# block 1

==> block_1/ff_map.png <==
Bar = 20 um.
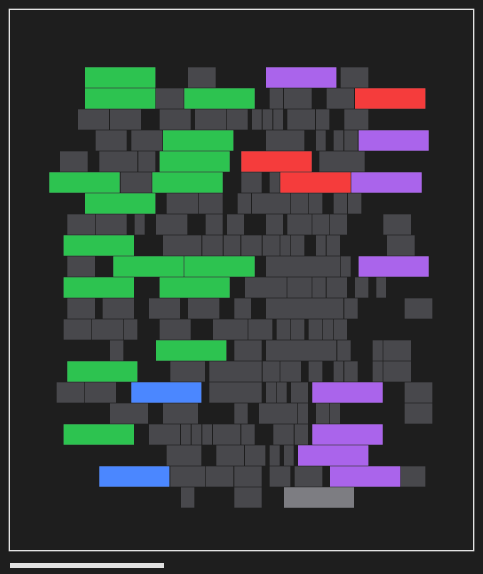

==> src/rtl/fp16_to_fp8_packer.sv <==
// Reassembles a byte-serial FP16 product and converts it to FP8 E4M3 (RNE,
// saturating or NaN on overflow, subnormal flush) behind a valid/ready output.
module fp16_to_fp8_packer #(
   parameter bit SAT_ON_OVF = 1'b1,
   parameter bit LSB_FIRST  = 1'b1
) (
   input  logic       clk,
   input  logic       rst_n,
   input  logic       ena,
   input  logic       in_valid,
   input  logic [7:0] in_byte,
   output logic       in_ready,
   output logic       out_valid,
   input  logic       out_ready,
   output logic [7:0] out_fp8,
   output logic [2:0] out_flags
);

   typedef enum logic [1:0] {GET0, GET1, CONV, HOLD} state_t;

   state_t      state;
   logic [15:0] h;
   logic        in_acc;

   // rst_n is folded in so in_ready reads 0 while reset is held
   assign in_ready = rst_n & ena & ((state == GET0) | (state == GET1));
   assign in_acc   = in_valid & in_ready;

   logic       s;
   logic [4:0] e;
   logic [9:0] m;
   logic       rup, ovf_c;
   logic [3:0] mr;
   logic [5:0] e8;
   logic [7:0] cv_fp8;
   logic [2:0] cv_flags;

   assign s = h[15];
   assign e = h[14:10];
   assign m = h[9:0];

   // e8 is 6 bits wide so exponents past the E4M3 range stay visible for overflow
   always_comb begin
      rup      = m[6] & ((|m[5:0]) | m[7]);
      mr       = {1'b0, m[9:7]} + {3'b000, rup};
      e8       = {1'b0, e} - 6'd8 + {5'b00000, mr[3]};
      ovf_c    = (e8 > 6'd15) | ((e8 == 6'd15) & (mr[2:0] == 3'b111));
      cv_fp8   = {s, 7'h00};
      cv_flags = 3'b000;
      if (e == 5'd31) begin
         cv_fp8   = {s, 7'h7F};
         cv_flags = 3'b100;
      end else if (e == 5'd0) begin
         cv_flags = {2'b00, |m};
      end else if (e <= 5'd8) begin
         cv_flags = 3'b001;
      end else if (ovf_c) begin
         cv_fp8   = SAT_ON_OVF ? {s, 7'h7E} : {s, 7'h7F};
         cv_flags = 3'b010;
      end else begin
         cv_fp8   = {s, e8[3:0], mr[2:0]};
      end
   end

   always_ff @(posedge clk or negedge rst_n) begin
      if (!rst_n) begin
         state     <= GET0;
         h         <= '0;
         out_valid <= 1'b0;
         out_fp8   <= '0;
         out_flags <= '0;
      end else if (ena) begin
         case (state)
            GET0: if (in_acc) begin
               if (LSB_FIRST) h[7:0]  <= in_byte;
               else           h[15:8] <= in_byte;
               state <= GET1;
            end
            GET1: if (in_acc) begin
               if (LSB_FIRST) h[15:8] <= in_byte;
               else           h[7:0]  <= in_byte;
               state <= CONV;
            end
            CONV: begin
               out_fp8   <= cv_fp8;
               out_flags <= cv_flags;
               out_valid <= 1'b1;
               state     <= HOLD;
            end
            HOLD: if (out_ready) begin
               out_valid <= 1'b0;
               state     <= GET0;
            end
            default: state <= GET0;
         endcase
      end
   end

endmodule

==> config.mk <==
export PLATFORM = sky130hd
export DESIGN_NAME = fp16_to_fp8_packer
export DESIGN_NICKNAME = d
export VERILOG_FILES = /design/src/rtl/fp16_to_fp8_packer.sv
export SDC_FILE = /design/constraint.sdc
export NUM_CORES = 1
export LEC_CHECK = 0
export CAP_MARGIN = 20
export CORE_ASPECT_RATIO = 1.2
export CORE_MARGIN = 5
export CORE_UTILIZATION = 50
export CTS_BUF_LIST = sky130_fd_sc_hd__clkbuf_8
export DETAILED_ROUTE_END_ITERATION = 7
export PLACE_DENSITY = 0.75
export REMOVE_ABC_BUFFERS = 1
export SETUP_SLACK_MARGIN = 0.5
export SLEW_MARGIN = 20
export SYNTH_ARGS = -nofsm -noshare
export SYNTH_HDL_FRONTEND = slang
export SYNTH_SLANG_ARGS = --single-unit
==> constraint.sdc <==
create_clock -name clk -period 2.7 [get_ports clk]
set_clock_uncertainty 0.05 [all_clocks]
set_input_delay 0.675 -clock clk [delete_from_list [all_inputs] [get_ports clk]]
set_output_delay 0.675 -clock clk [all_outputs]
set_load 0.005 [all_outputs]
# block 2

**src/rtl/hidden_unit_mac_reader_if.sv**
```systemverilog
// Request/response and memory-read signal bundle for the hidden-unit MAC reader.
// The requester (master) drives start/base_addr/len and returns RAM/vector read data.
interface hidden_unit_mac_reader_if #(
  parameter int DATA_WIDTH = 8,
  parameter int ADDR_WIDTH = 5,
  parameter int ACC_WIDTH  = 21
);
  logic                         start;
  logic [ADDR_WIDTH-1:0]        base_addr;
  logic [ADDR_WIDTH:0]          len;
  logic [ADDR_WIDTH-1:0]        ram_addr;
  logic                         ram_we;
  logic signed [DATA_WIDTH-1:0] ram_q;
  logic [ADDR_WIDTH-1:0]        vec_addr;
  logic signed [DATA_WIDTH-1:0] vec_q;
  logic                         busy;
  logic                         done;
  logic signed [ACC_WIDTH-1:0]  result;

  modport master (
    output start, base_addr, len, ram_q, vec_q,
    input  ram_addr, ram_we, vec_addr, busy, done, result
  );

  modport slave (
    input  start, base_addr, len, ram_q, vec_q,
    output ram_addr, ram_we, vec_addr, busy, done, result
  );
endinterface

```
**src/rtl/hidden_unit_mac_reader.sv**
```systemverilog
// Walks len weights from base_addr in the weight RAM, pairs each with vector element i,
// and accumulates the signed dot product; result is presented with a 1-cycle done pulse.
module hidden_unit_mac_reader #(
  parameter int DATA_WIDTH = 8,
  parameter int ADDR_WIDTH = 5,
  parameter int ACC_WIDTH  = 21
) (
  input  logic                   clk,
  input  logic                   rst,
  hidden_unit_mac_reader_if.slave bus
);

  localparam logic [1:0] IDLE  = 2'd0;
  localparam logic [1:0] READ  = 2'd1;
  localparam logic [1:0] DRAIN = 2'd2;
  localparam logic [1:0] DONE  = 2'd3;

  localparam int PROD_W = 2 * DATA_WIDTH;

  function automatic logic signed [ACC_WIDTH-1:0] mac_term(
    input logic signed [DATA_WIDTH-1:0] w,
    input logic signed [DATA_WIDTH-1:0] x
  );
    logic signed [PROD_W-1:0] p;
    p = w * x;
    return {{(ACC_WIDTH-PROD_W){p[PROD_W-1]}}, p};
  endfunction

  logic [1:0]                  state;
  logic [ADDR_WIDTH-1:0]       base_p0;
  logic [ADDR_WIDTH:0]         len_p0;
  logic [ADDR_WIDTH:0]         cnt;
  logic                        vld_p1;
  logic signed [ACC_WIDTH-1:0] acc;
  logic signed [ACC_WIDTH-1:0] term_p1;
  logic signed [ACC_WIDTH-1:0] result;
  logic                        done;
  logic                        busy;

  // Stage p0: address issue (combinational off the walk counter)
  assign bus.ram_addr = (state == READ) ? base_p0 + cnt[ADDR_WIDTH-1:0] : '0;
  assign bus.vec_addr = (state == READ) ? cnt[ADDR_WIDTH-1:0] : '0;
  assign bus.ram_we   = 1'b0;

  // Stage p1: read data returns one cycle after its address
  assign term_p1 = mac_term(bus.ram_q, bus.vec_q);

  assign bus.result = result;
  assign bus.done   = done;
  assign bus.busy   = busy;

  // Request operands are held for the whole walk so mid-op input changes are harmless.
  always_ff @(posedge clk) begin
    if (state == IDLE && bus.start && bus.len != '0) begin
      base_p0 <= bus.base_addr;
      len_p0  <= bus.len;
    end
  end

  always_ff @(posedge clk) begin
    if (rst) begin
      state  <= IDLE;
      done   <= 1'b0;
      busy   <= 1'b0;
      result <= '0;
      acc    <= '0;
      cnt    <= '0;
      vld_p1 <= 1'b0;
    end else begin
      done   <= 1'b0;
      vld_p1 <= (state == READ);
      case (state)
        IDLE: begin
          if (bus.start) begin
            busy <= 1'b1;
            if (bus.len != '0) begin
              acc   <= '0;
              cnt   <= '0;
              state <= READ;
            end else begin
              result <= '0;
              done   <= 1'b1;
              state  <= DONE;
            end
          end
        end
        READ: begin
          if (vld_p1) acc <= acc + term_p1;
          cnt <= cnt + 1'b1;
          if (cnt == len_p0 - 1'b1) state <= DRAIN;
        end
        DRAIN: begin
          // The final product arrives here; fold it straight into the result.
          result <= acc + term_p1;
          done   <= 1'b1;
          state  <= DONE;
        end
        default: begin
          busy  <= 1'b0;
          state <= IDLE;
        end
      endcase
    end
  end

endmodule

```
**src/flat_wrapper.sv**
```systemverilog
// flat-port wrapper written by rule: the top's interface ports become plain ports
module hidden_unit_mac_reader_flat 
#(
  parameter int DATA_WIDTH = 8,
  parameter int ADDR_WIDTH = 5,
  parameter int ACC_WIDTH  = 21
)
  (clk, rst, bus_start, bus_base_addr, bus_len, bus_ram_q, bus_vec_q, bus_ram_addr, bus_ram_we, bus_vec_addr, bus_busy, bus_done, bus_result);
  hidden_unit_mac_reader_if #(.DATA_WIDTH(DATA_WIDTH), .ADDR_WIDTH(ADDR_WIDTH), .ACC_WIDTH(ACC_WIDTH)) bus_i ();
  input  logic clk;
  input  logic rst;
  input wire logic [$bits(bus_i.start)-1:0] bus_start;
  input wire logic [$bits(bus_i.base_addr)-1:0] bus_base_addr;
  input wire logic [$bits(bus_i.len)-1:0] bus_len;
  input wire logic [$bits(bus_i.ram_q)-1:0] bus_ram_q;
  input wire logic [$bits(bus_i.vec_q)-1:0] bus_vec_q;
  output wire logic [$bits(bus_i.ram_addr)-1:0] bus_ram_addr;
  output wire logic [$bits(bus_i.ram_we)-1:0] bus_ram_we;
  output wire logic [$bits(bus_i.vec_addr)-1:0] bus_vec_addr;
  output wire logic [$bits(bus_i.busy)-1:0] bus_busy;
  output wire logic [$bits(bus_i.done)-1:0] bus_done;
  output wire logic [$bits(bus_i.result)-1:0] bus_result;
  assign bus_i.start = bus_start;
  assign bus_i.base_addr = bus_base_addr;
  assign bus_i.len = bus_len;
  assign bus_i.ram_q = bus_ram_q;
  assign bus_i.vec_q = bus_vec_q;
  assign bus_ram_addr = bus_i.ram_addr;
  assign bus_ram_we = bus_i.ram_we;
  assign bus_vec_addr = bus_i.vec_addr;
  assign bus_busy = bus_i.busy;
  assign bus_done = bus_i.done;
  assign bus_result = bus_i.result;
  hidden_unit_mac_reader #(.DATA_WIDTH(DATA_WIDTH), .ADDR_WIDTH(ADDR_WIDTH), .ACC_WIDTH(ACC_WIDTH)) u_core (.clk(clk), .rst(rst), .bus(bus_i));
endmodule
```
**config.mk**
```make
export PLATFORM = sky130hd
export DESIGN_NAME = hidden_unit_mac_reader_flat
export DESIGN_NICKNAME = d
export VERILOG_FILES = /design/src/rtl/hidden_unit_mac_reader_if.sv /design/src/rtl/hidden_unit_mac_reader.sv /design/src/flat_wrapper.sv
export SDC_FILE = /design/constraint.sdc
export NUM_CORES = 1
export LEC_CHECK = 0
export CORE_ASPECT_RATIO = 1.2
export CORE_UTILIZATION = 40
export DETAILED_ROUTE_END_ITERATION = 10
export GPL_TIMING_DRIVEN = 1
export PLACE_DENSITY_LB_ADDON = 0.08
export SYNTH_ARGS = -nofsm -noshare
export SYNTH_HDL_FRONTEND = slang
export SYNTH_SLANG_ARGS = --single-unit
```
**constraint.sdc**
```tcl
create_clock -name clk -period 7 [get_ports clk]
set_input_delay 0.7 -clock clk [delete_from_list [all_inputs] [get_ports clk]]
set_output_delay 0.7 -clock clk [all_outputs]
set_load 0.1 [all_outputs]
```

==> screenshots <==
Routing congestion.
panel A
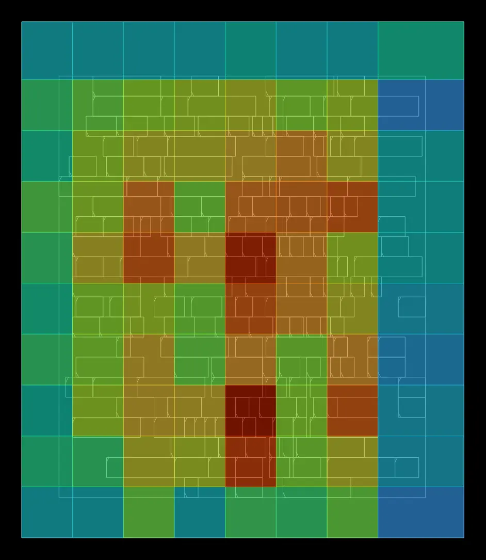
panel B
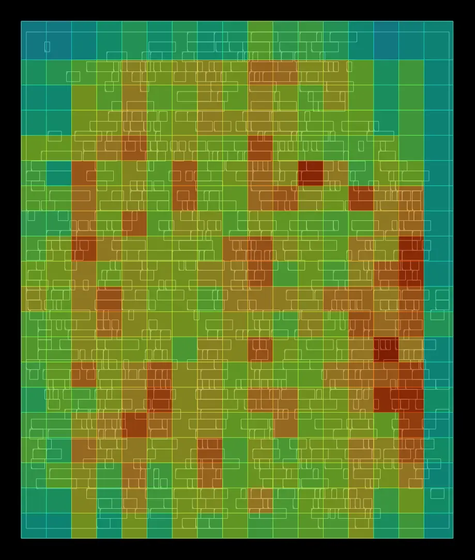
block 1 -> panel A
block 2 -> panel B
- highest track usage: panel B
- highest utilization: panel A

==> block_1/closeup.png <==
Bar = 10 um. Window x 2 to 27, y 5 to 30 um. Cells in gray, sequential cells in the stronger gray; small squares are vias.
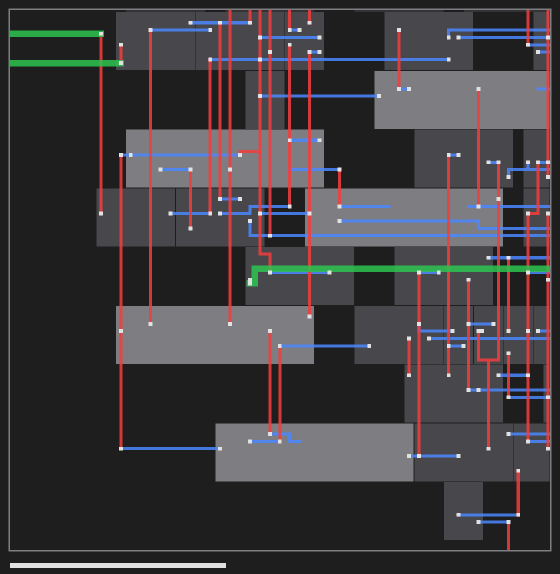
color	layer
blue	M1
green	M3
red	M2
most frequent	dfrtp_1 (5), mux2_2 (4), ha_1 (4)
netlist names of flops here include	h (3), state (2)
sequential cells in the window	5
cells with their middle in the window	22

Notes on block_1/ff_map.png above:
color	name in the netlist	sequential cells
green	h	16
red	out_flags	3
purple	out_fp8	8
blue	state	2
not colored	1

==> results.txt, block 1 <==
top cells by count, synth: dfrtp_1 (30), mux2_2 (17), nand2_1 (12), o21ai_0 (11), nor2_1 (8)
adder share: 5.85%
RR Endpoint: out_fp8[0]
Largest regs: h (16), out_fp8 (8), out_flags (3)
CP startpoint kind: input pin
Non-Filler Instances: 202
Core Region: 2840 sq um
P_seq: 862 uW
Well Taps: 34
placed inst area: 1800 sq um
Mapped Area: 1500 sq um
Arrival @ worst endpoint: 2.24 ns
Antenna diodes: 0
Worst Path Required: 2.81 ns
post-DR vias/cell: 5.47
logic area: 768 sq um
Non-CTS buffers: 30
final hold vios: 0
DRC: 0
Top cell excl fill/tap: dfrtp_1
detailed-route via count: 1105
root buf cell: clkbuf_8
Comb gates: 96
area delta synth->final: 30.5%
final core utilization: 68.8%
outcome: finished, final reports clean
Seq/Total Area, Yosys: 50.2%
Comb power: 924 uW
sinks on the clock net: 30
Final setup viols: 0
Combinational Power Share: 42.9%
worst-path maximum fanout: 8
# Post-CTS Setup Buffers: 0
combinational share of cell area: 39.3%
critical path startpoint: ena
Total Power: 2150 uW
simple share: 16.0%
DR pass1 iterations: 4
==> block 1: metal layers <==
| metal | up-vias | GRT usage [%] | wire length [um] |
|---|---|---|---|
| met5 | - | 0 | 0 |
| met4 | 0 | 5.91 | 38 |
| met3 | 4 | 5.16 | 145 |
| met2 | 23 | 29.2 | 1660 |
| met1 | 536 | 18.1 | 1250 |
| li1 | 542 | - | - |
==> block 1: worst max-delay path: cells and delay by family <==
family / cells / cell delay [ns]
buf+inv: 2 / 0.62
simple gates: 2 / 0.56
mux: 1 / 0.40
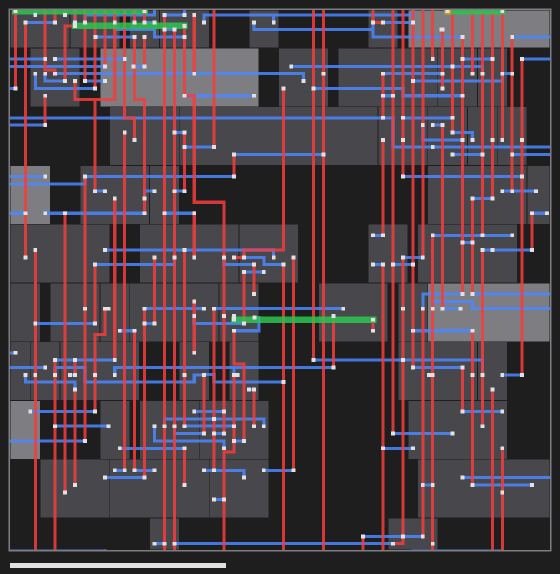
(block_2/closeup.png)
Bar = 10 um. Window x 17 to 42, y 23 to 48 um. Cells in gray, sequential cells in the stronger gray; small squares are vias.
color	layer
red	M2
green	M3
orange	M4
blue	M1
sequential cells in the window	3
most frequent	nand2_1 (7), nor2_1 (5), ha_1 (5)
cells with their middle in the window	52
netlist names of flops here include	u_core.state (2), u_core.cnt (1)

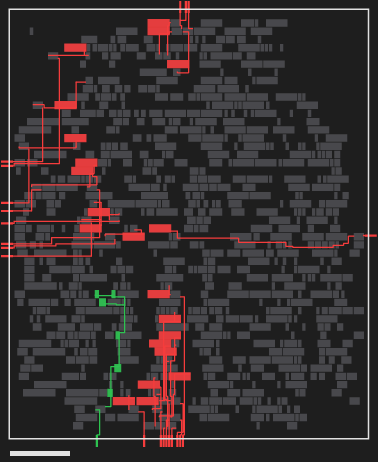
(block_2/port_trees.png)
Bar = 20 um.
color	port	direction	edge	end cells	buffers	wire
green	bus_start	input	bottom	6	1	72.0 um
red	bus_result	output	9 bottom, 8 left, 3 top, 1 right	21	21	852 um
I/O pins: 64
buffers added on ports: 62

==> results.txt, block 2 <==
outcome: finished, final reports clean
grt total ovfl: 0
DR pass1 iterations: 4
maximum vdd drop: 0.000244 V
Pwr Density: 390 nW/um^2
peak per-stage delay on the critical path: 0.64 ns
worst path cell trace: clkdlybuf4s50_1 > and2_1 > fa_1 > inv_1 > fa_1 > inv_1 > fa_1 > fa_1 > ha_1 > ha_1 > a21o_1 > a221oi_2 > o21ai_1 > a41o_1 > a31o_1 > o311ai_1
Top cell excl fill/tap: inv_1
clock buffer depth: 2
Worst Path Required: 7.23 ns
Rel. slew slack: 25.4%
met2 Resource Use GR: 33.9%
cell mode on critical path: fa_1
initial DRC count: 217
combinational share of cell area: 60.7%
minimum clock period: 5.95 ns
Storage cell area: 1390 sq um
Arrival @ worst endpoint: 6.18 ns
Yosys chip area: 6500 sq um
Worst R2R Path Depth: 17
first-pass GRT wire length: 25700 um
buffering overhead: 8.57%
P_seq: 462 uW
adder share: 39.8%
CTS tree: yes
Worst setup endpoint: u_core.bus.result[19]
nets@finish: 908
-- block 2: metrics by stage --
step	utilization, %	setup slack (ns)
after floorplan	-	1.43
after global placement	46.4	0.857
after detailed placement	46.4	0.735
after CTS	48.4	1.03
after global routing	48.4	0.753
final	48.4	1.05
-- block 2: flip-flops by register name, indices dropped and copies added, names as in the netlist --
signal             flops
u_core.acc            21
u_core.base_p0         5
u_core.bus.busy        1
u_core.bus.done        1
u_core.bus.result     21
u_core.cnt             6
u_core.len_p0          6
u_core.state           2
u_core.vld_p1          1

# block 3

$ cat src/rtl/systolic_pkg.sv
// Shared defaults, array latency and controller state encoding for the
// 1x4 systolic array controller.
package systolic_pkg;

  localparam int DEF_DATA_W  = 16;
  localparam int DEF_ACC_W   = 32;
  localparam int DEF_KLEN_W  = 8;
  localparam int NUM_LANES   = 4;
  localparam int ARRAY_LAT   = 5;
  localparam int FLUSH_CNT_W = $clog2(ARRAY_LAT);

  typedef enum logic [2:0] {
    S_IDLE,
    S_CLEAR,
    S_FEED,
    S_FLUSH,
    S_DONE
  } state_t;

endpackage

$ cat src/rtl/skew_line.sv
// Fixed-depth shift register used to stagger one operand lane into the array.
module skew_line #(
  parameter int DATA_W = 16,
  parameter int DEPTH  = 1
) (
  input  logic              clk,
  input  logic              rst,
  input  logic [DATA_W-1:0] din,
  output logic [DATA_W-1:0] dout
);

  logic [DATA_W-1:0] stage_p [DEPTH];

  always_ff @(posedge clk) begin
    if (rst) begin
      for (int i = 0; i < DEPTH; i++) stage_p[i] <= '0;
    end else begin
      stage_p[0] <= din;
      for (int i = 1; i < DEPTH; i++) stage_p[i] <= stage_p[i-1];
    end
  end

  assign dout = stage_p[DEPTH-1];

endmodule

$ cat src/rtl/systolic1x4_ctrl.sv
// Job controller for a 1x4 output-stationary systolic array: clears the array,
// streams skewed operand beats, waits out the array latency and holds results.
module systolic1x4_ctrl
  import systolic_pkg::*;
#(
  parameter int DATA_W = DEF_DATA_W,
  parameter int ACC_W  = DEF_ACC_W,
  parameter int KLEN_W = DEF_KLEN_W
) (
  input  logic              clk,
  input  logic              rst,
  input  logic              start,
  input  logic [KLEN_W-1:0] k_len,
  output logic              busy,
  input  logic              in_valid,
  output logic              in_ready,
  input  logic [DATA_W-1:0] in_a0,
  input  logic [DATA_W-1:0] in_a1,
  input  logic [DATA_W-1:0] in_a2,
  input  logic [DATA_W-1:0] in_a3,
  input  logic [DATA_W-1:0] in_b,
  output logic              arr_rst,
  output logic [DATA_W-1:0] a0,
  output logic [DATA_W-1:0] a1,
  output logic [DATA_W-1:0] a2,
  output logic [DATA_W-1:0] a3,
  output logic [DATA_W-1:0] b0,
  input  logic [ACC_W-1:0]  c0,
  input  logic [ACC_W-1:0]  c1,
  input  logic [ACC_W-1:0]  c2,
  input  logic [ACC_W-1:0]  c3,
  output logic              res_valid,
  input  logic              res_ready,
  output logic [ACC_W-1:0]  res0,
  output logic [ACC_W-1:0]  res1,
  output logic [ACC_W-1:0]  res2,
  output logic [ACC_W-1:0]  res3
);

  state_t                 state, state_nxt;
  logic [KLEN_W-1:0]      k_len_q;
  logic [KLEN_W-1:0]      beat_cnt;
  logic [FLUSH_CNT_W-1:0] flush_cnt;
  logic                   accept;
  logic                   last_beat;
  logic                   flush_last;
  logic [DATA_W-1:0]      lane_in  [NUM_LANES];
  logic [DATA_W-1:0]      lane_out [NUM_LANES];
  logic [DATA_W-1:0]      b_p1;

  assign accept     = in_valid & in_ready;
  assign last_beat  = (beat_cnt == k_len_q - KLEN_W'(1));
  assign flush_last = (flush_cnt == FLUSH_CNT_W'(ARRAY_LAT - 1));

  assign busy      = (state != S_IDLE);
  assign in_ready  = (state == S_FEED);
  assign res_valid = (state == S_DONE);
  assign arr_rst   = rst | (state == S_CLEAR);

  always_ff @(posedge clk) begin
    if (rst) state <= S_IDLE;
    else     state <= state_nxt;
  end

  always_comb begin
    state_nxt = state;
    case (state)
      S_IDLE:  if (start && (k_len != '0)) state_nxt = S_CLEAR;
      S_CLEAR: state_nxt = S_FEED;
      S_FEED:  if (accept && last_beat) state_nxt = S_FLUSH;
      S_FLUSH: if (flush_last) state_nxt = S_DONE;
      S_DONE:  if (res_ready) state_nxt = S_IDLE;
      default: state_nxt = S_IDLE;
    endcase
  end

  always_ff @(posedge clk) begin
    if (rst) begin
      k_len_q   <= '0;
      beat_cnt  <= '0;
      flush_cnt <= '0;
    end else begin
      if ((state == S_IDLE) && start && (k_len != '0)) k_len_q <= k_len;
      if (state == S_CLEAR)  beat_cnt <= '0;
      else if (accept)       beat_cnt <= beat_cnt + KLEN_W'(1);
      if (state == S_FLUSH)  flush_cnt <= flush_cnt + FLUSH_CNT_W'(1);
      else                   flush_cnt <= '0;
    end
  end

  // Stage p0 -> p1: operands enter the array; idle cycles inject zeros so
  // bubbles and flush cycles contribute nothing to the accumulators.
  assign lane_in[0] = accept ? in_a0 : '0;
  assign lane_in[1] = accept ? in_a1 : '0;
  assign lane_in[2] = accept ? in_a2 : '0;
  assign lane_in[3] = accept ? in_a3 : '0;

  for (genvar g = 0; g < NUM_LANES; g++) begin : g_lane
    skew_line #(
      .DATA_W(DATA_W),
      .DEPTH (g + 1)
    ) u_skew (
      .clk (clk),
      .rst (rst),
      .din (lane_in[g]),
      .dout(lane_out[g])
    );
  end

  always_ff @(posedge clk) begin
    if (rst)         b_p1 <= '0;
    else if (accept) b_p1 <= in_b;
    else             b_p1 <= '0;
  end

  assign a0 = lane_out[0];
  assign a1 = lane_out[1];
  assign a2 = lane_out[2];
  assign a3 = lane_out[3];
  assign b0 = b_p1;

  // Result capture: the last flush cycle is the first with every PE settled.
  always_ff @(posedge clk) begin
    if (rst) begin
      res0 <= '0;
      res1 <= '0;
      res2 <= '0;
      res3 <= '0;
    end else if ((state == S_FLUSH) && flush_last) begin
      res0 <= c0;
      res1 <= c1;
      res2 <= c2;
      res3 <= c3;
    end
  end

endmodule

$ cat config.mk
export PLATFORM = sky130hd
export DESIGN_NAME = systolic1x4_ctrl
export DESIGN_NICKNAME = d
export VERILOG_FILES = /design/src/rtl/systolic_pkg.sv /design/src/rtl/skew_line.sv /design/src/rtl/systolic1x4_ctrl.sv
export SDC_FILE = /design/constraint.sdc
export NUM_CORES = 1
export LEC_CHECK = 0
export CELL_PAD_IN_SITES_DETAIL_PLACEMENT = 1
export CELL_PAD_IN_SITES_GLOBAL_PLACEMENT = 2
export CORE_MARGIN = 3
export CORE_UTILIZATION = 27
export CTS_CLUSTER_SIZE = 20
export DETAILED_ROUTE_END_ITERATION = 10
export PLACE_DENSITY = 0.83
export SLEW_MARGIN = 10
export SYNTH_ARGS = -nofsm -noshare
export SYNTH_HDL_FRONTEND = slang
export SYNTH_HIERARCHICAL = 1
export SYNTH_SLANG_ARGS = --single-unit
$ cat constraint.sdc
create_clock -name clk -period 4.9 [get_ports clk]
set_clock_uncertainty 0.05 [all_clocks]
set_input_delay 0.49 -clock clk [delete_from_list [all_inputs] [get_ports clk]]
set_output_delay 0.49 -clock clk [all_outputs]
set_load 0.005 [all_outputs]
# block 4

**src/rtl/kv_tree_plru.sv**
```systemverilog
// kv_tree_plru -- tree pseudo-LRU replacement engine for set-associative caches.
//
// Keeps WAYS-1 tree bits per set. A touch (hit or fill) points every node on
// the path to the touched way away from it. A lookup returns a registered
// one-hot victim one cycle later: invalid ways first (lowest number), then the
// tree walk, never a locked way. A touch to the looked-up set in the same cycle
// is applied before the walk (write-before-read bypass).
//
// Ports:
//   i_clk          clock, rising edge
//   i_rstn         synchronous active-low reset
//   i_req          lookup strobe
//   i_index        set addressed by the lookup
//   i_valid_way    per-way valid bits of the looked-up set
//   i_lock_way     per-way lock bits (locked ways are never victims)
//   i_touch_en     touch strobe
//   i_touch_index  set being touched
//   i_hitway       one-hot touched way (zero / multi-hot touches are ignored)
//   o_kill_valid   one-cycle pulse per lookup; o_killmask/o_all_locked valid
//   o_killmask     one-hot victim, or zero when every way is locked
//   o_all_locked   every way of the looked-up set is locked
module kv_tree_plru #(
    parameter int WAYS = 4,
    parameter int SETS = 16,
    parameter int IDXW = $clog2(SETS)
) (
    input  logic            i_clk,
    input  logic            i_rstn,
    input  logic            i_req,
    input  logic [IDXW-1:0] i_index,
    input  logic [WAYS-1:0] i_valid_way,
    input  logic [WAYS-1:0] i_lock_way,
    input  logic            i_touch_en,
    input  logic [IDXW-1:0] i_touch_index,
    input  logic [WAYS-1:0] i_hitway,
    output logic            o_kill_valid,
    output logic [WAYS-1:0] o_killmask,
    output logic            o_all_locked
);

    localparam int LEVELS = $clog2(WAYS);
    localparam int NODES  = WAYS - 1;
    localparam logic [WAYS-1:0] ONE_W = {{(WAYS-1){1'b0}}, 1'b1};

    typedef logic [NODES-1:0] tree_t;

    tree_t           tree_r [SETS];
    logic            kill_valid_r;
    logic [WAYS-1:0] killmask_r;
    logic            all_locked_r;

    logic            touch_ok_s;
    tree_t           touched_s;
    tree_t           eff_tree_s;
    logic [WAYS:0]   pick_s;

    function automatic logic is_onehot(input logic [WAYS-1:0] v);
        return (v != {WAYS{1'b0}}) && ((v & (v - ONE_W)) == {WAYS{1'b0}});
    endfunction

    // Walk root-to-leaf along the touched way, pointing each node away from it.
    function automatic tree_t touch_tree(input tree_t t, input logic [WAYS-1:0] hit);
        tree_t r;
        int    way;
        int    node;
        logic  dir_b;
        r    = t;
        way  = 0;
        node = 0;
        for (int k = 0; k < WAYS; k++) begin
            way = hit[k] ? k : way;
        end
        for (int l = 0; l < LEVELS; l++) begin
            dir_b = (((way >> (LEVELS - 1 - l)) & 1) != 0);
            for (int k = 0; k < NODES; k++) begin
                r[k] = (k == node) ? ~dir_b : r[k];
            end
            node = 2 * node + 1 + (dir_b ? 1 : 0);
        end
        return r;
    endfunction

    // Returns {all_locked, killmask}. The walk tracks the leaf range under the
    // current node; a preferred half that is fully locked is skipped, which can
    // never strand the walk because the whole set is known not to be locked.
    function automatic logic [WAYS:0] pick_victim(input tree_t t,
                                                  input logic [WAYS-1:0] valid,
                                                  input logic [WAYS-1:0] lock);
        logic [WAYS-1:0] cand;
        logic [WAYS-1:0] mask;
        logic            all_locked;
        logic            dir_b;
        logic            lo_locked;
        logic            hi_locked;
        int              node;
        int              base;
        int              half;
        cand       = ~valid & ~lock;
        mask       = {WAYS{1'b0}};
        all_locked = 1'b0;
        node       = 0;
        base       = 0;
        if (&lock) begin
            all_locked = 1'b1;
        end else if (cand != {WAYS{1'b0}}) begin
            mask = cand & (~cand + ONE_W);
        end else begin
            for (int l = 0; l < LEVELS; l++) begin
                half      = WAYS >> (l + 1);
                dir_b     = 1'b0;
                lo_locked = 1'b1;
                hi_locked = 1'b1;
                for (int k = 0; k < NODES; k++) begin
                    dir_b = (k == node) ? t[k] : dir_b;
                end
                for (int k = 0; k < WAYS; k++) begin
                    lo_locked &= (k >= base && k < base + half) ? lock[k] : 1'b1;
                    hi_locked &= (k >= base + half && k < base + 2 * half) ? lock[k] : 1'b1;
                end
                if (!dir_b && lo_locked) begin
                    dir_b = 1'b1;
                end else if (dir_b && hi_locked) begin
                    dir_b = 1'b0;
                end else begin
                    dir_b = dir_b;
                end
                base = base + (dir_b ? half : 0);
                node = 2 * node + 1 + (dir_b ? 1 : 0);
            end
            for (int k = 0; k < WAYS; k++) begin
                mask[k] = (k == base);
            end
        end
        return {all_locked, mask};
    endfunction

    // Touch decode, same-set bypass and victim selection.
    always_comb begin
        touch_ok_s = i_touch_en && is_onehot(i_hitway);
        touched_s  = touch_tree(tree_r[i_touch_index], i_hitway);
        if (touch_ok_s && (i_touch_index == i_index)) begin
            eff_tree_s = touched_s;
        end else begin
            eff_tree_s = tree_r[i_index];
        end
        pick_s = pick_victim(eff_tree_s, i_valid_way, i_lock_way);
    end

    // Tree state: cleared on reset, updated by valid touches only.
    always_ff @(posedge i_clk) begin
        if (!i_rstn) begin
            for (int s = 0; s < SETS; s++) begin
                tree_r[s] <= {NODES{1'b0}};
            end
        end else if (touch_ok_s) begin
            tree_r[i_touch_index] <= touched_s;
        end
    end

    // Registered lookup result; mask and all-locked hold between requests.
    always_ff @(posedge i_clk) begin
        if (!i_rstn) begin
            kill_valid_r <= 1'b0;
            killmask_r   <= {WAYS{1'b0}};
            all_locked_r <= 1'b0;
        end else begin
            kill_valid_r <= i_req;
            if (i_req) begin
                killmask_r   <= pick_s[WAYS-1:0];
                all_locked_r <= pick_s[WAYS];
            end
        end
    end

    assign o_kill_valid = kill_valid_r;
    assign o_killmask   = killmask_r;
    assign o_all_locked = all_locked_r;

endmodule

```
**config.mk**
```make
export PLATFORM = sky130hd
export DESIGN_NAME = kv_tree_plru
export DESIGN_NICKNAME = d
export VERILOG_FILES = /design/src/rtl/kv_tree_plru.sv
export SDC_FILE = /design/constraint.sdc
export NUM_CORES = 1
export LEC_CHECK = 0
export CAP_MARGIN = 0
export CORE_ASPECT_RATIO = 0.9
export CORE_UTILIZATION = 55
export CTS_CLUSTER_SIZE = 28
export DETAILED_ROUTE_END_ITERATION = 10
export PLACE_DENSITY = 0.77
export SYNTH_ARGS = -nofsm -noshare
export SYNTH_HDL_FRONTEND = slang
export SYNTH_SLANG_ARGS = --single-unit
export TNS_END_PERCENT = 20
```
**constraint.sdc**
```tcl
create_clock -name i_clk -period 3.28 [get_ports i_clk]
set_input_delay 0.656 -clock i_clk [delete_from_list [all_inputs] [get_ports i_clk]]
set_output_delay 0.656 -clock i_clk [all_outputs]
set_load 0.05 [all_outputs]
```
==> block_4/gates.png <==
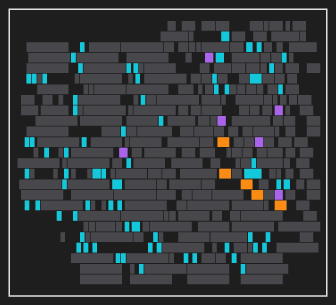
color	family	cells
purple	and/or cells	6
cyan	nor cells	69
orange	xor and xnor cells	5
Non-Filler Instances: 397
combinational share of cell area: 38.6%

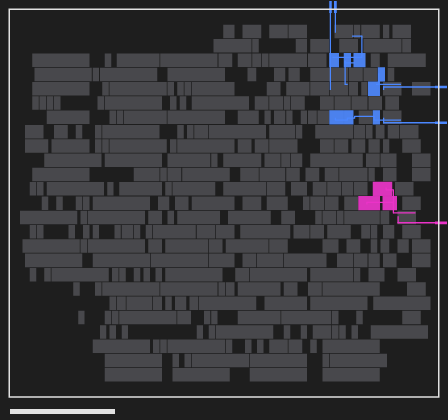
(block_4/port_trees.png)
Bar = 20 um.
color	port	direction	edge	end cells	buffers	wire
magenta	i_touch_en	input	right	3	1	24.4 um
blue	i_valid_way	input	2 top, 2 right	8	4	79.2 um
I/O pins: 30
buffers added on ports: 29

==> results.txt, block 4 <==
maximum vdd drop: 0.000264 V
root buf cell: clkbuf_8
Hold Worst Slack: 0.459 ns
power share of the sequential group: 50.5%
placed inst area: 3660 sq um
worst hold path endpoint: o_killmask[0]
worst-margin pin slew: 0.518 ns
post-route ant nets: 0
first-pass GRT wire length: 11600 um
top cells by count, synth: nor2_1 (60), edfxtp_1 (48), nand2_1 (39), mux4_2 (17), clkbuf_1 (10)
synthesized area per cell: 11.5 sq um
Total Power: 1570 uW
detailed-route via count: 2457
most flop-heavy register: tree_r
Net Sw Frac: 26.0%
Yosys cell types: 44
CP startpoint kind: input pin
Setup CP Type: input pin to flip-flop
Filler cells: 372
outcome: finished, final reports clean
Synth mux share: 18.9%
async set or reset register ratio after synthesis: 0%
WP buf/inv: 2
==> block 4: cell families (layout without fill, tap and decap cells) <==
logic type	Yosys count	count (layout)
XOR/XNOR	5	5
flip-flops	54	54
AND/OR/NAND/NOR	125	125
AND-OR/OR-AND	37	37
multiplexers	31	31
buffers and inverters	20	78
==> block 4: final cells by class <==
cell class / count / area (sq um) / share of cell area [%]
multi-input combinational: 198 / 1490 / 38.6
inverter: 4 / 15.0 / 0.389
tap: 67 / 83.8 / 2.17
clock buffer: 5 / 68.8 / 1.78
timing repair buffer: 66 / 601 / 15.5
sequential: 54 / 1560 / 40.4
clock inverter: 3 / 42.5 / 1.10
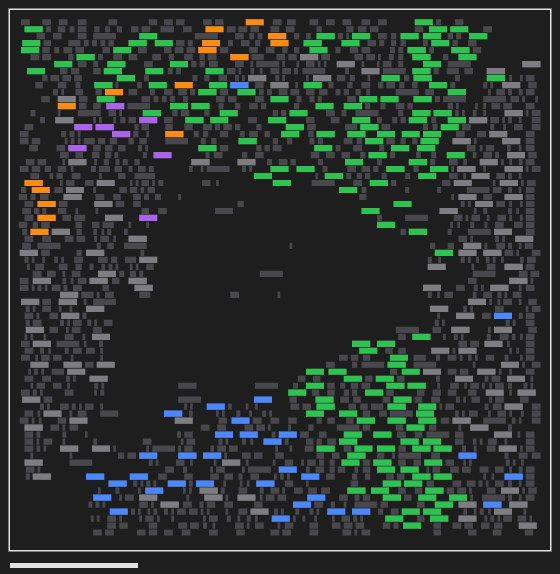
(block_3/ff_map.png)
Bar = 50 um.
color	name in the netlist	sequential cells
orange	b0	16
blue	res1	32
green	g_lane.u_skew/stage_p	160
purple	beat_cnt	8
not colored	110
P_seq: 2710 uW
final core utilization: 41.1%
sequential cell area share: 38.7%
Storage cell area: 6530 sq um

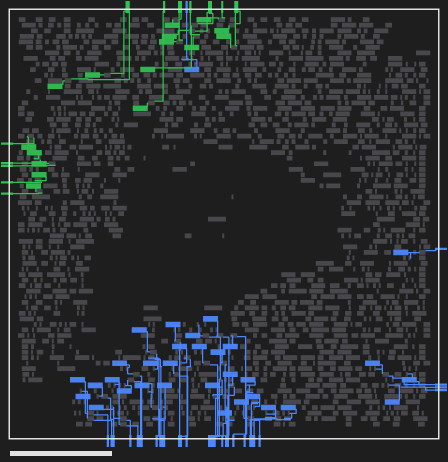
(block_3/port_trees.png)
Bar = 50 um.
color	port	direction	edge	end cells	buffers	wire
blue	res1	output	27 bottom, 4 right, 1 top	32	32	1260 um
green	b0	output	11 top, 5 left	16	16	449 um

==> results.txt, block 3 <==
RR Endpoint: res2[20]
clock-cell share of area: 7.06%
met2 Resource Use GR: 26.6%
outcome: finished, final reports clean
Clk. pwr: 2690 uW
Horiz. Die Dim: 210 um
logic area: 4040 sq um
antenna violations before repair: 3
routability congestion estimate: 0.735
Antenna diodes: 1
Total Wirelength: 34300 um
routed len/inst: 16.3 um
critical path startpoint: state[0]
Max stage delay cell, worst path: o31ai_2
post-DR vias/cell: 4.26
peak per-stage delay on the critical path: 0.67 ns
# Post-CTS Setup Buffers: 0
worst hold path endpoint: g_lane[0].u_skew/stage_p[0][5]
H-tree depth: 2
placement row count: 74
met3 WL post-DR: 2680 um
CTS Buf Count: 38
final hold vios: 0
Top class by area: flip-flops and latches
Synth Warn #: 6
I/O pins: 433
Combinational Power Share: 6.9%
Total Power: 5800 uW
Arrival @ worst endpoint: 2.49 ns
Dominant comb cell: simple AND/OR/NAND/NOR gates
DR pass1 iterations: 4
async set or reset register ratio after synthesis: 0%
Final setup viols: 0
Net Sw Frac: 21.9%
placed insts: 2034
worst path cell trace: inv_1 > o31ai_2 > clkdlybuf4s50_1
met3 Use GR: 4.88%
[block 3: through the flow]
step                      setup slack, ns  cell area (sq um)
final                                1.87              16900
after global routing                 1.69              16900
after CTS                            1.77              16900
after detailed placement             2.09              15700
after global placement               2.13              15700
after floorplan                      3.00              11200
[block 3: registers in the layout (all words and copies together), names as in the netlist]
name                   cells
g_lane.u_skew/stage_p    160
res0                      32
res1                      32
res2                      32
res3                      32
b0                        16
beat_cnt                   8
k_len_q                    8
flush_cnt                  3
state                      3

# block 5

==> block_5/ff_map.png <==
Bar = 50 um.
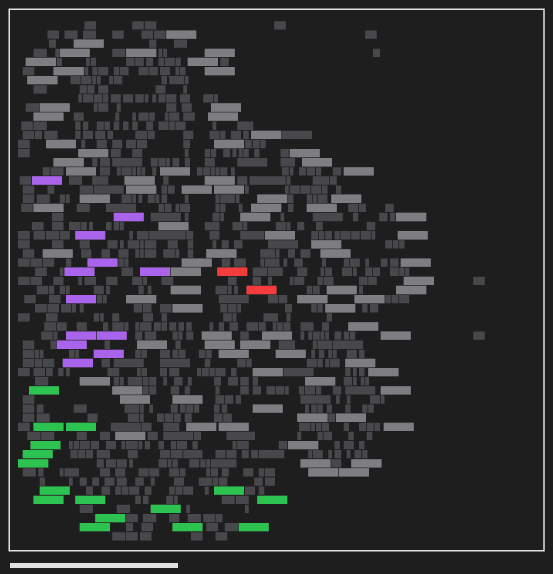
==> block_5/port_trees.png <==
Bar = 50 um.
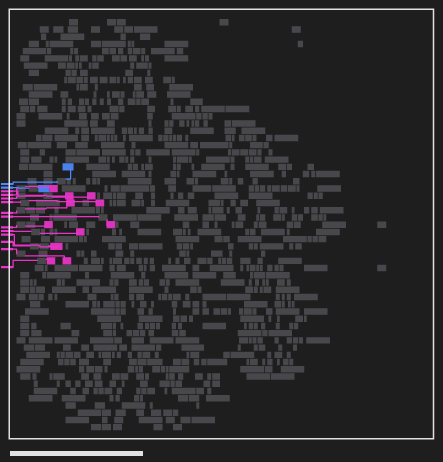
==> block_5/gates.png <==
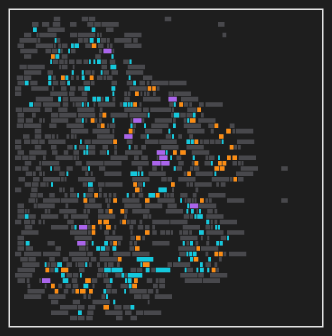
File: config.mk
export PLATFORM = sky130hd
export DESIGN_NAME = video_stream_gen
export DESIGN_NICKNAME = d
export VERILOG_FILES = /design/src/rtl/video_stream_gen.sv
export SDC_FILE = /design/constraint.sdc
export NUM_CORES = 1
export LEC_CHECK = 0
export CORE_AREA = 2 2 157 159
export CTS_CLUSTER_DIAMETER = 150
export DETAILED_ROUTE_END_ITERATION = 10
export DIE_AREA = 0 0 159 161
export PLACE_DENSITY = 0.56
export SYNTH_ARGS = -nofsm -noshare
export SYNTH_HDL_FRONTEND = slang
export SYNTH_SLANG_ARGS = --single-unit
File: constraint.sdc
create_clock -name clk -period 3.9 [get_ports clk]
set_input_delay 0.78 -clock clk [delete_from_list [all_inputs] [get_ports clk]]
set_output_delay 0.78 -clock clk [all_outputs]
set_load 0.01 [all_outputs]
File: src/rtl/video_stream_gen.sv
`default_nettype none
// ============================================================================
// Module  : video_stream_gen
// Brief   : Test-pattern pixel stream source (do/de/hs/vs) with programmable
//           active size, inter-pixel gaps and blanking.
// Rev     : 1.0  initial release
// ============================================================================
module video_stream_gen #(
    parameter int PIXEL_WIDTH = 12,
    parameter int HBLANK      = 16,
    parameter int VBLANK      = 64,
    parameter int PIX_GAP     = 0,
    parameter int CHK_SHIFT   = 3
) (
    input  logic                   clk,
    input  logic                   rst,
    input  logic                   en,
    input  logic [1:0]             pattern_sel,
    input  logic [PIXEL_WIDTH-1:0] const_val,
    input  logic [15:0]            width,
    input  logic [15:0]            height,
    output logic [PIXEL_WIDTH-1:0] do_o,
    output logic                   de_o,
    output logic                   hs_o,
    output logic                   vs_o,
    output logic                   busy_o
);

    typedef enum logic [1:0] {
        S_IDLE   = 2'd0,
        S_ACTIVE = 2'd1,
        S_HBLANK = 2'd2,
        S_VBLANK = 2'd3
    } state_t;

    localparam logic [15:0] C_HB_LAST = 16'(HBLANK - 1);
    localparam logic [15:0] C_VB_LAST = 16'(VBLANK - 1);
    localparam logic [15:0] C_GAP     = 16'(PIX_GAP);

    state_t                 r_state, w_state;
    logic [15:0]            r_x, w_x;
    logic [15:0]            r_y, w_y;
    logic [15:0]            r_gap, w_gap;
    logic [15:0]            r_cnt, w_cnt;
    logic [15:0]            r_width, w_width;
    logic [15:0]            r_height, w_height;
    logic [1:0]             r_pat, w_pat;
    logic [PIXEL_WIDTH-1:0] r_do, w_do;
    logic                   r_de, w_de;
    logic                   r_hs, w_hs;
    logic                   r_vs, w_vs;
    logic                   r_busy, w_busy;
    logic [PIXEL_WIDTH-1:0] w_pix;
    logic                   w_start;
    logic                   w_next_line;
    logic                   w_next_frame;

    assign w_start = en && (width != 16'd0) && (height != 16'd0);

    always_comb begin
        w_pix = '0;
        case (r_pat)
            2'd0:    w_pix = r_x[PIXEL_WIDTH-1:0];
            2'd1:    w_pix = r_y[PIXEL_WIDTH-1:0];
            2'd2:    w_pix = {PIXEL_WIDTH{r_x[CHK_SHIFT] ^ r_y[CHK_SHIFT]}};
            default: w_pix = const_val;
        endcase
    end

    always_comb begin
        w_state      = r_state;
        w_x          = r_x;
        w_y          = r_y;
        w_gap        = r_gap;
        w_cnt        = r_cnt;
        w_width      = r_width;
        w_height     = r_height;
        w_pat        = r_pat;
        w_do         = r_do;
        w_de         = 1'b0;
        w_hs         = 1'b0;
        w_vs         = 1'b0;
        w_busy       = (r_state != S_IDLE);
        w_next_line  = 1'b0;
        w_next_frame = 1'b0;

        case (r_state)
            S_IDLE: w_next_frame = 1'b1;
            S_ACTIVE: begin
                if (r_gap != 16'd0) begin
                    w_gap = r_gap - 16'd1;
                end else begin
                    w_de = 1'b1;
                    w_hs = (r_x == 16'd0);
                    w_vs = (r_x == 16'd0) && (r_y == 16'd0);
                    w_do = w_pix;
                    if (r_x != r_width - 16'd1) begin
                        w_x   = r_x + 16'd1;
                        w_gap = C_GAP;
                    end else if (r_y != r_height - 16'd1) begin
                        if (HBLANK == 0) begin
                            w_next_line = 1'b1;
                        end else begin
                            w_state = S_HBLANK;
                            w_cnt   = C_HB_LAST;
                        end
                    end else begin
                        if (VBLANK == 0) begin
                            w_next_frame = 1'b1;
                        end else begin
                            w_state = S_VBLANK;
                            w_cnt   = C_VB_LAST;
                        end
                    end
                end
            end
            S_HBLANK: begin
                if (r_cnt == 16'd0) w_next_line = 1'b1;
                else                w_cnt = r_cnt - 16'd1;
            end
            S_VBLANK: begin
                if (r_cnt == 16'd0) w_next_frame = 1'b1;
                else                w_cnt = r_cnt - 16'd1;
            end
            default: w_state = S_IDLE;
        endcase

        if (w_next_line) begin
            w_state = S_ACTIVE;
            w_x     = 16'd0;
            w_y     = r_y + 16'd1;
            w_gap   = 16'd0;
        end

        // Frame geometry and pattern are captured only here, so mid-frame input changes are ignored
        if (w_next_frame) begin
            if (w_start) begin
                w_state  = S_ACTIVE;
                w_x      = 16'd0;
                w_y      = 16'd0;
                w_gap    = 16'd0;
                w_width  = width;
                w_height = height;
                w_pat    = pattern_sel;
            end else begin
                w_state = S_IDLE;
            end
        end
    end

    always_ff @(posedge clk or posedge rst) begin
        if (rst) begin
            r_state  <= S_IDLE;
            r_x      <= '0;
            r_y      <= '0;
            r_gap    <= '0;
            r_cnt    <= '0;
            r_width  <= '0;
            r_height <= '0;
            r_pat    <= '0;
            r_do     <= '0;
            r_de     <= 1'b0;
            r_hs     <= 1'b0;
            r_vs     <= 1'b0;
            r_busy   <= 1'b0;
        end else begin
            r_state  <= w_state;
            r_x      <= w_x;
            r_y      <= w_y;
            r_gap    <= w_gap;
            r_cnt    <= w_cnt;
            r_width  <= w_width;
            r_height <= w_height;
            r_pat    <= w_pat;
            r_do     <= w_do;
            r_de     <= w_de;
            r_hs     <= w_hs;
            r_vs     <= w_vs;
            r_busy   <= w_busy;
        end
    end

    assign do_o   = r_do;
    assign de_o   = r_de;
    assign hs_o   = r_hs;
    assign vs_o   = r_vs;
    assign busy_o = r_busy;

endmodule
`default_nettype wire

==> results.txt <==
final setup margin: 0.530 ns
DRC: 0
synthesized netlist cell count: 772
Max Cap Viol: 0
top-count cell post-synth: dfrtp_1
fraction of layout cells with a size suffix above 1: 11.6%
cts repair resizes: 0
Max stage delay cell, worst path: or4_1
Die H: 161 um
fmax: 297 MHz
full die area: 25600 sq um
maximum vdd drop: 0.000296 V
Final period util: 86.4%
sinks on the clock net: 116
GRT met1 Usage: 21.7%
first-pass GRT wire length: 31200 um
post-DR vias/cell: 5.18
Seq/Total Area, Yosys: 41.0%
routed len/inst: 16.4 um
post-route ant nets: 0
unrepaired setup endpoints after global routing: false
Arrival @ worst endpoint: 3.70 ns
Synth Warn #: 0
peak per-stage delay on the critical path: 0.70 ns
Non-CTS buffers: 79
outcome: finished, final reports clean
Comb gates: 582
simple share: 23.7%
Crit path max-delay family: simple AND/OR/NAND/NOR gates
Slew Viols, Final: 0
area delta synth->final: 21.8%
About block_5/ff_map.png:
color	name in the netlist	sequential cells
red	r_state	2
green	r_width	16
purple	do_o	12
not colored	86
Storage cell area: 2900 sq um
P_seq: 1440 uW

About block_5/port_trees.png:
color	port	direction	edge	end cells	buffers	wire
magenta	const_val	input	left	12	12	246 um
blue	pattern_sel	input	left	2	2	33.7 um
buffers added on ports: 64
I/O pins: 65

About block_5/gates.png:
color	family	cells
cyan	nor cells	146
orange	and/or cells	71
purple	fa/ha/maj cells	12
Top cell excl fill/tap: dfrtp_1
Non-Filler Instances: 1154
combinational share of cell area: 44.9%

## report_power, final
part / total [uW] / internal [uW] / switching (uW)
Sequential: 1440 / 1300 / 143
Combinational: 400 / 206 / 195
Clock: 1580 / 1020 / 563
Total: 3420 / 2520 / 901
## path summary, 6_finish.rpt
kind	from	end	slack [ns]	cells past startpoint
worst max-delay path	r_width[9]	r_x[11]	0.53	9
worst min-delay path	do_o[1]	do_o[1]	0.50	2
worst max register to register	r_width[9]	r_x[11]	0.53	9
worst min register to register	do_o[1]	do_o[1]	0.50	2
max in group asynchronous	rst	r_gap[5]	2.41	3
min in group asynchronous	rst	r_cnt[7]	0.74	2


==> screenshots <==
Logic cells by family.
picture 1
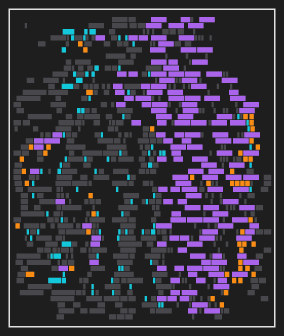
picture 2
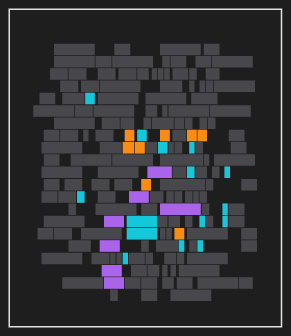
picture 3
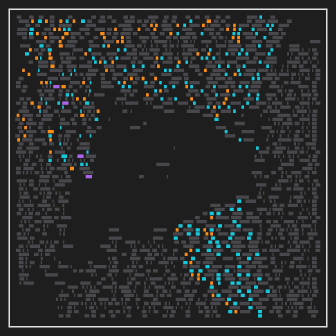
Picture 1 is block 2.
Picture 3 is block 3.
Picture 2 is block 1.
- fewest cells: picture 2
- most cells: picture 3

Power figures rest on the tool's default switching activity, not on a simulated workload.
